==================== design 1
design_1/cell_density.png
The bar under the picture is 20 µm long. 9 x 9 tiles, from dark purple (low) to yellow (high), 0 to 100% covered.
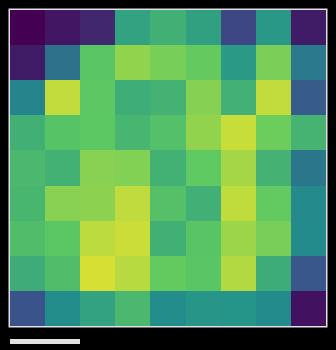

<file path="config.mk">
export PLATFORM = sky130hd
export DESIGN_NAME = ringbuffer_trig_ctrl
export DESIGN_NICKNAME = d
export VERILOG_FILES = /design/src/rtl/ringbuffer_trig_ctrl_pkg.sv /design/src/rtl/rb_stream_out.sv /design/src/rtl/ringbuffer_trig_ctrl.sv
export SDC_FILE = /design/constraint.sdc
export NUM_CORES = 1
export LEC_CHECK = 0
export CAP_MARGIN = 20
export CORE_UTILIZATION = 54
export DETAILED_ROUTE_END_ITERATION = 6
export PLACE_DENSITY = 0.8
export SETUP_SLACK_MARGIN = 0.15
export SLEW_MARGIN = 20
export SYNTH_ARGS = -nofsm -noshare
export SYNTH_HDL_FRONTEND = slang
export SYNTH_HIERARCHICAL = 1
export SYNTH_SLANG_ARGS = --single-unit
</file>
<file path="constraint.sdc">
create_clock -name clk -period 2.71 [get_ports clk]
set_input_delay 0.271 -clock clk [delete_from_list [all_inputs] [get_ports clk]]
set_output_delay 0.271 -clock clk [all_outputs]
set_load 0.02 [all_outputs]
</file>
<file path="src/rtl/ringbuffer_trig_ctrl_pkg.sv">
// Shared definitions for the per-channel ringbuffer trigger controller.
// State encodings are visible to the event builder through this package.
package ringbuffer_trig_ctrl_pkg;

    typedef enum logic [1:0] {
        ST_ARM  = 2'd0,
        ST_POST = 2'd1,
        ST_READ = 2'd2,
        ST_HOLD = 2'd3
    } rb_state_e;

    function automatic logic st_busy(input rb_state_e s);
        return s != ST_ARM;
    endfunction

endpackage

</file>
<file path="src/rtl/rb_stream_out.sv">
// Readout stage: walks the frozen window, registers each word and holds it
// stable under backpressure; optional leading timestamp word.
module rb_stream_out #(
    parameter int SIZE  = 8,
    parameter int WIDTH = 14
) (
    input  logic             clk,
    input  logic             rst,
    input  logic             load,
    input  logic [SIZE-1:0]  load_ptr,
    input  logic [SIZE+1:0]  load_len,
    input  logic             load_ts,
    input  logic [WIDTH-1:0] ts_value,
    input  logic             active,
    input  logic [WIDTH-1:0] rb_dout,
    input  logic             out_ready,
    output logic             rb_rd_en,
    output logic [SIZE-1:0]  rb_ain,
    output logic [WIDTH-1:0] out_data,
    output logic             out_valid,
    output logic             out_last,
    output logic             done
);

    localparam int RW = SIZE + 2;

    logic [SIZE-1:0] rd_ptr;
    logic [RW-1:0]   remaining;
    logic            ts_pending;
    logic            issue;

    // NOTE: every signal written in an always_comb gets a default first, so no
    // path leaves it unassigned and no latch is inferred.
    always_comb begin
        issue    = 1'b0;
        rb_rd_en = 1'b0;
        if (active && (remaining != '0) && (!out_valid || out_ready)) begin
            issue    = 1'b1;
            rb_rd_en = !ts_pending;
        end
    end

    assign rb_ain = rd_ptr;
    assign done   = out_valid && out_ready && out_last;

    // NOTE: state registers use non-blocking assignments so all flops update
    // together from pre-edge values, whatever the statement order.
    always_ff @(posedge clk or posedge rst) begin
        if (rst) begin
            rd_ptr     <= '0;
            remaining  <= '0;
            ts_pending <= 1'b0;
        end else if (load) begin
            rd_ptr     <= load_ptr;
            remaining  <= load_len;
            ts_pending <= load_ts;
        end else if (issue) begin
            remaining <= remaining - RW'(1);
            if (ts_pending)
                ts_pending <= 1'b0;
            else
                rd_ptr <= rd_ptr + SIZE'(1);
        end
    end

    // A word stays put until accepted; a new one replaces it on the same edge.
    always_ff @(posedge clk or posedge rst) begin
        if (rst) begin
            out_data  <= '0;
            out_valid <= 1'b0;
            out_last  <= 1'b0;
        end else if (issue) begin
            out_data  <= ts_pending ? ts_value : rb_dout;
            out_valid <= 1'b1;
            out_last  <= (remaining == RW'(1));
        end else if (out_ready) begin
            out_valid <= 1'b0;
            out_last  <= 1'b0;
        end
    end

endmodule

</file>
<file path="src/rtl/ringbuffer_trig_ctrl.sv">
// Trigger/readout sequencer for one PMT ringbuffer (ARM, POST, READ, HOLD).
// Define RB_TIMESTAMP_EN to prepend a trigger-time word to every window.
module ringbuffer_trig_ctrl
    import ringbuffer_trig_ctrl_pkg::*;
#(
    parameter int SIZE    = 8,
    parameter int WIDTH   = 14,
    parameter int PRE     = 16,
    parameter int POST    = 48,
    parameter int HOLDOFF = 4,
    parameter int CNTW    = 8
) (
    input  logic             clk,
    input  logic             rst,
    input  logic             enable,
    input  logic             sample_valid,
    input  logic             trig,
    output logic             rb_rst,
    output logic             rb_wr_en,
    input  logic [SIZE-1:0]  rb_aout,
    output logic             rb_rd_en,
    output logic [SIZE-1:0]  rb_ain,
    input  logic [WIDTH-1:0] rb_dout,
    output logic [WIDTH-1:0] out_data,
    output logic             out_valid,
    input  logic             out_ready,
    output logic             out_last,
    output logic             busy,
    output logic [CNTW-1:0]  missed_cnt
);

    localparam int CW  = SIZE + 1;
    localparam int RW  = SIZE + 2;
    localparam int HCW = $clog2(HOLDOFF + 2);
    localparam logic [CW-1:0]   PRE_C   = CW'(PRE);
    localparam logic [SIZE-1:0] PRE_A   = SIZE'(PRE);
    localparam logic [CW-1:0]   POST_M1 = CW'(POST - 1);
    localparam logic [HCW-1:0]  HOLD_M1 = HCW'((HOLDOFF > 0) ? HOLDOFF - 1 : 0);
`ifdef RB_TIMESTAMP_EN
    localparam logic TS_EN = 1'b1;
`else
    localparam logic TS_EN = 1'b0;
`endif
    localparam logic [RW-1:0] WIN_LEN = RW'(PRE + POST) + RW'(TS_EN);

    rb_state_e       state, next_state;
    logic [CW-1:0]   fill_cnt;
    logic [CW-1:0]   post_cnt;
    logic [HCW-1:0]  hold_cnt;
    logic [SIZE-1:0] start_ptr;
    logic [SIZE-1:0] load_ptr;
    logic [WIDTH-1:0] ts_value;
    logic            trig_ok;
    logic            trig_rej;
    logic            load;
    logic            rd_done;

    always_comb begin
        trig_ok  = (state == ST_ARM) && trig && enable && (fill_cnt == PRE_C);
        // Disabled ARM ignores trig silently; everywhere else a refused trig is counted.
        trig_rej = trig && !trig_ok && ((state != ST_ARM) || enable);
        load_ptr = (state == ST_ARM) ? rb_aout - PRE_A : start_ptr;
    end

    always_ff @(posedge clk or posedge rst) begin
        if (rst) state <= ST_ARM;
        else     state <= next_state;
    end

    always_comb begin
        next_state = state;
        rb_wr_en   = 1'b0;
        load       = 1'b0;
        case (state)
            ST_ARM: begin
                rb_wr_en = sample_valid && enable;
                if (trig_ok) begin
                    if (sample_valid && POST == 1) begin
                        next_state = ST_READ;
                        load       = 1'b1;
                    end else begin
                        next_state = ST_POST;
                    end
                end
            end
            ST_POST: begin
                rb_wr_en = sample_valid;
                if (sample_valid && post_cnt == POST_M1) begin
                    next_state = ST_READ;
                    load       = 1'b1;
                end
            end
            ST_READ: begin
                if (rd_done)
                    next_state = (HOLDOFF == 0) ? ST_ARM : ST_HOLD;
            end
            ST_HOLD: begin
                if (hold_cnt == HOLD_M1)
                    next_state = ST_ARM;
            end
            default: next_state = ST_ARM;
        endcase
    end

    assign busy = st_busy(state);

    always_ff @(posedge clk or posedge rst) begin
        if (rst) rb_rst <= 1'b1;
        else     rb_rst <= 1'b0;
    end

    always_ff @(posedge clk or posedge rst) begin
        if (rst) begin
            fill_cnt   <= '0;
            post_cnt   <= '0;
            hold_cnt   <= '0;
            start_ptr  <= '0;
            missed_cnt <= '0;
        end else begin
            // Leaving ARM discards the fill so pre-trigger data is always contiguous.
            if (state != ST_ARM)
                fill_cnt <= '0;
            else if (rb_wr_en && fill_cnt != PRE_C)
                fill_cnt <= fill_cnt + CW'(1);

            if (trig_ok)
                post_cnt <= sample_valid ? CW'(1) : '0;
            else if (state == ST_POST && rb_wr_en)
                post_cnt <= post_cnt + CW'(1);

            if (state == ST_HOLD)
                hold_cnt <= hold_cnt + HCW'(1);
            else
                hold_cnt <= '0;

            if (trig_ok)
                start_ptr <= rb_aout - PRE_A;

            if (trig_rej && missed_cnt != '1)
                missed_cnt <= missed_cnt + CNTW'(1);
        end
    end

`ifdef RB_TIMESTAMP_EN
    logic [WIDTH-1:0] ts_cnt;

    always_ff @(posedge clk or posedge rst) begin
        if (rst) begin
            ts_cnt   <= '0;
            ts_value <= '0;
        end else begin
            ts_cnt <= ts_cnt + WIDTH'(1);
            if (trig_ok)
                ts_value <= ts_cnt;
        end
    end
`else
    assign ts_value = '0;
`endif

    rb_stream_out #(
        .SIZE  (SIZE),
        .WIDTH (WIDTH)
    ) u_stream_out (
        .clk       (clk),
        .rst       (rst),
        .load      (load),
        .load_ptr  (load_ptr),
        .load_len  (WIN_LEN),
        .load_ts   (TS_EN),
        .ts_value  (ts_value),
        .active    (state == ST_READ),
        .rb_dout   (rb_dout),
        .out_ready (out_ready),
        .rb_rd_en  (rb_rd_en),
        .rb_ain    (rb_ain),
        .out_data  (out_data),
        .out_valid (out_valid),
        .out_last  (out_last),
        .done      (rd_done)
    );

endmodule

</file>
==================== design 2
--- src/rtl/xrisc_chk_table.sv ---
// Expected-store table: N_EXP entries of W bits, one sync write port,
// one async read port. Contents are deliberately not reset.
// Ports: clk, we_i/widx_i/wdata_i (write), ridx_i/rdata_o (read).
module xrisc_chk_table #(
    parameter int N_EXP = 8,
    parameter int W     = 64,
    parameter int IDX_W = 3
) (
    input  logic             clk,
    input  logic             we_i,
    input  logic [IDX_W-1:0] widx_i,
    input  logic [W-1:0]     wdata_i,
    input  logic [IDX_W-1:0] ridx_i,
    output logic [W-1:0]     rdata_o
);

    logic [W-1:0] mem_q [N_EXP];

    always_ff @(posedge clk) begin
        if (we_i) begin
            mem_q[widx_i] <= wdata_i;
        end
    end

    assign rdata_o = mem_q[ridx_i];

endmodule

--- config.mk ---
export PLATFORM = sky130hd
export DESIGN_NAME = xrisc_chk_table
export DESIGN_NICKNAME = d
export VERILOG_FILES = /design/src/rtl/xrisc_chk_table.sv
export SDC_FILE = /design/constraint.sdc
export NUM_CORES = 1
export LEC_CHECK = 0
export CORE_MARGIN = 2
export CORE_UTILIZATION = 35
export CTS_BUF_LIST = sky130_fd_sc_hd__clkbuf_8
export DETAILED_ROUTE_END_ITERATION = 7
export DONT_BUFFER_PORTS = 1
export GPL_TIMING_DRIVEN = 0
export HOLD_SLACK_MARGIN = 0.15
export PLACE_DENSITY = 0.6
export SYNTH_ARGS = -nofsm -noshare
export SYNTH_HDL_FRONTEND = slang
export SYNTH_SLANG_ARGS = --single-unit
--- constraint.sdc ---
create_clock -name clk -period 14.2 [get_ports clk]
set_input_delay 2.84 -clock clk [delete_from_list [all_inputs] [get_ports clk]]
set_output_delay 2.84 -clock clk [all_outputs]
set_load 0.03 [all_outputs]
design_1/wires.png
Only two layers are drawn.
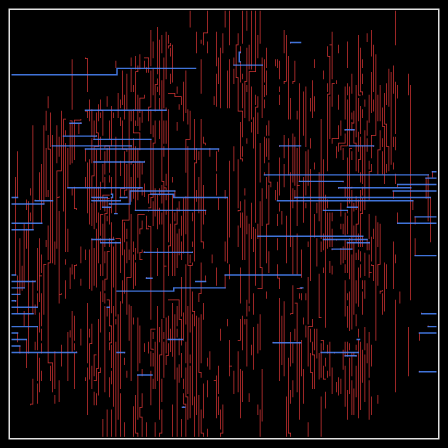
- red: metal 2 (wire length 4970 µm)
- blue: metal 3 (wire length 596 µm)
total track usage: 26.1%
routed len/inst: 16.0 µm

## Picture notes: design_1/cell_density.png
- nearly empty tiles: 1.2%
- emptiest ninth of the die: top left
- fullest tile: 94%
- tiles over 75% full: 33%
- mean over tiles: 63%
Core Util at FP: 56.9%
core area: 7370 µm²

==> reports/metrics.yaml, design 1 <==
status:
  run_status: "finished clean"
cts:
  clk_root_buffer_cell: "clkbuf_8"
sta:
  max_freq_mhz: 412
  slew_headroom_pct: 56.5
  tns_ps: 0
drt:
  routedLengthMet1_mm: 4.28
  top_layer: "met4"
  vias_per_cell: 5.75
  detailedRoute.firstIterationViolations: 215
synthesis:
  synthDistinctLibCells: 63
  synthDominantCellAreaShare_pct: 44.1
  ys_top_cells_by_area: "dfrtp_1 (44%), o21ai_0 (5.2%), ha_1 (4.2%), mux2i_1 (4.1%), nand2_1 (3.2%)"
  seq_share_synth_pct: 44.8
pwr:
  clockNetworkPower_mw: 0.789
  p_clk_share_pct: 30.2
  net-switching-power_mw: 0.774
  top_power_group: "registers"
  sequentialPower_mw: 1.35
worst_setup_path:
  regToRegSetupSlack_ps: 420
  crit_arrival_ps: 2160
  worstSetupPathDepth: 6
  required_ps: 2440
  worst-path-buf-inv: 3
floorplanning:
  die_h_um: 90.2
place:
  post-dp-hpwl_mm: 7.12
  place_area_um2: 5020
final_layout:
  clock_buffers: 14
  nNonClkBuffers: 76
  buf_share_pct: 14.0
flow_run:
  openroad.warnings: 32
## design 1: cell families (layout without fill, tap and decap cells)
kind of cell | after synthesis | count (layout) | synth area share (%)
AOI/OAI and AO/OA | 89 | 89 | 13.2
adders and majority gates | 14 | 14 | 4.17
xor gates and xnor gates | 18 | 18 | 3.76
DFF | 75 | 75 | 44.8
and+or+nand+nor | 167 | 167 | 22.7
other | 2 | 26 | 0.179
buffers and inverters | 45 | 116 | 4.77
muxes | 26 | 26 | 6.47
## design 1: flip-flops by register name, summed over array words and instances, names as in the netlist
register                 flops
post_cnt                     9
start_ptr                    8
u_stream_out/out_valid       1
u_stream_out/remaining      10
rb_rst                       1
u_stream_out/out_data       14
state                        2
u_stream_out/rb_ain          8
u_stream_out/ts_pending      1
fill_cnt                     9
hold_cnt                     3
u_stream_out/out_last        1
missed_cnt                   8
## design 1: worst reg2reg max path: stages, from the launching register on
cell and delay [ps]:
dfrtp_1 420, inv_1 90, ha_1 270, or3b_1 400, or3_4 370, or4b_1 470, a31oi_1 190
## design 1: routing by layer
metal | up-vias | track usage (%)
li1 | 1732 | -
met1 | 1750 | 33.2
met2 | 122 | 43.8
met3 | 18 | 3.38
met4 | 0 | 13.0
met5 | - | 0
design_2/cell_density.png
The bar under the picture is 50 µm long. 24 x 24 tiles, from dark purple (low) to yellow (high), 0 to 100% covered.
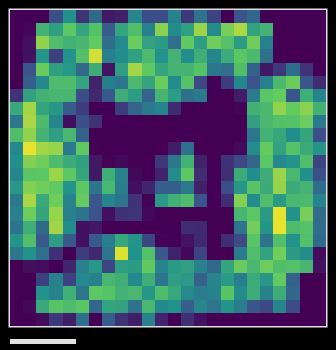
- emptiest ninth of the die: middle
- fullest tile: 97%
- nearly empty tiles: 22%
core area: 54100 µm²
Final Core Density: 41.1%
Core Util at FP: 35.6%

==> reports/metrics.yaml, design 2 <==
status:
  run_status: "finished clean"
floorplanning:
  die_area_um2: 56900
  chipWidth_um: 239
synthesis:
  xor_xnor_share_of_the_synthesized_area_pct: 0
  ys_sh_mux_pct: 18.7
final_layout:
  drive_gt1_share_pct: 37.4
  largest-register: "mem_q"
  number_of_flip_flops_in_the_largest_register: 512
drt:
  final_wirelength_mm: 41.1
  drt-wirelength-per-cell_um: 25.3
cts:
  cts_hold_repair.buffers: 0
  post-cts-setup-buffers: 0
  cts_buffer_depth: 3
  worst_setup_hold_path_clk_slew_ps: 60
worst_setup_path:
  crit_arrival_ps: 5080
  critical-path-slowest-cell: "buf_1"
grt:
  number_of_global_route_vias_before_repair: 9077
  total_track_usage_pct: 14.7
sta:
  max_transition_viols_final: 0
  layout_setup_ws_ps: 6280
place:
  place_area_um2: 20700
  gpl.final_weighted_congestion: 0.669
-- design 2: final cells by class --
cell class	count	area [µm²]	area share, %
tap	696	871	3.91
timing repair buffer	32	519	2.33
sequential	512	15400	69.1
buffer	35	229	1.03
multi-input combinational	205	3720	16.7
clock inverter	61	377	1.69
clock buffer	85	1170	5.26
-- design 2: Yosys cell counts, drive strengths merged --
master	instances	area share (%)
buf	26	1.0
clkbuf	9	0.18
edfxtp	512	80
mux2	64	3.7
mux4	128	15
nand2	2	0.039
nand2b	3	0.097
nor2	6	0.12
nor3	2	0.052
-- design 2: power breakdown --
group | switching (mW) | internal [mW] | leakage, nW | total, mW
logic | 0.115 | 0.0762 | 1.44 | 0.192
registers | 0.00948 | 1.72 | 4.65 | 1.73
clock network | 0.559 | 0.644 | 0.888 | 1.20
-- design 2: metal layers --
layer  GRT usage (%)  vias to the layer above  part of all wire (%)
met4            4.89                        0                   2.3
met3            5.22                       74                   7.2
met2            23.9                      215                    49
met5               0                        -                     0
li1                -                     3497                     -
met1            18.4                     4510                    41
-- design 2: path summary, 6_finish.rpt --
path | start | to | slack [ps] | cells after the start
min | wdata_i[6] | mem_q[0][6] | 2280 | 0
max | ridx_i[1] | rdata_o[5] | 6280 | 3


==> screenshots <==
Clock wiring as the flow saved it.
panel A
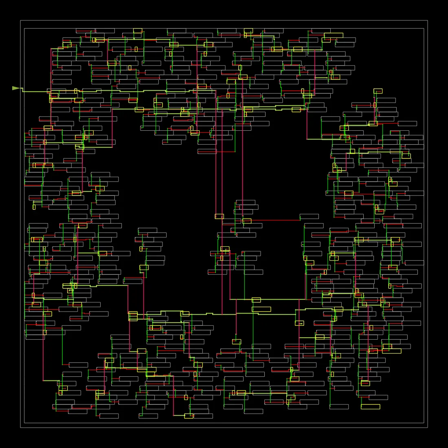
panel B
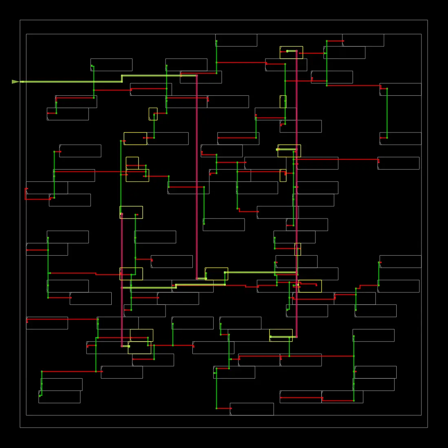
panel A -> design 2
panel B -> design 1
Of these, most clock buffers: panel A
Of these, most sequential cells: panel A

Power is estimated from default activity; no workload was simulated.
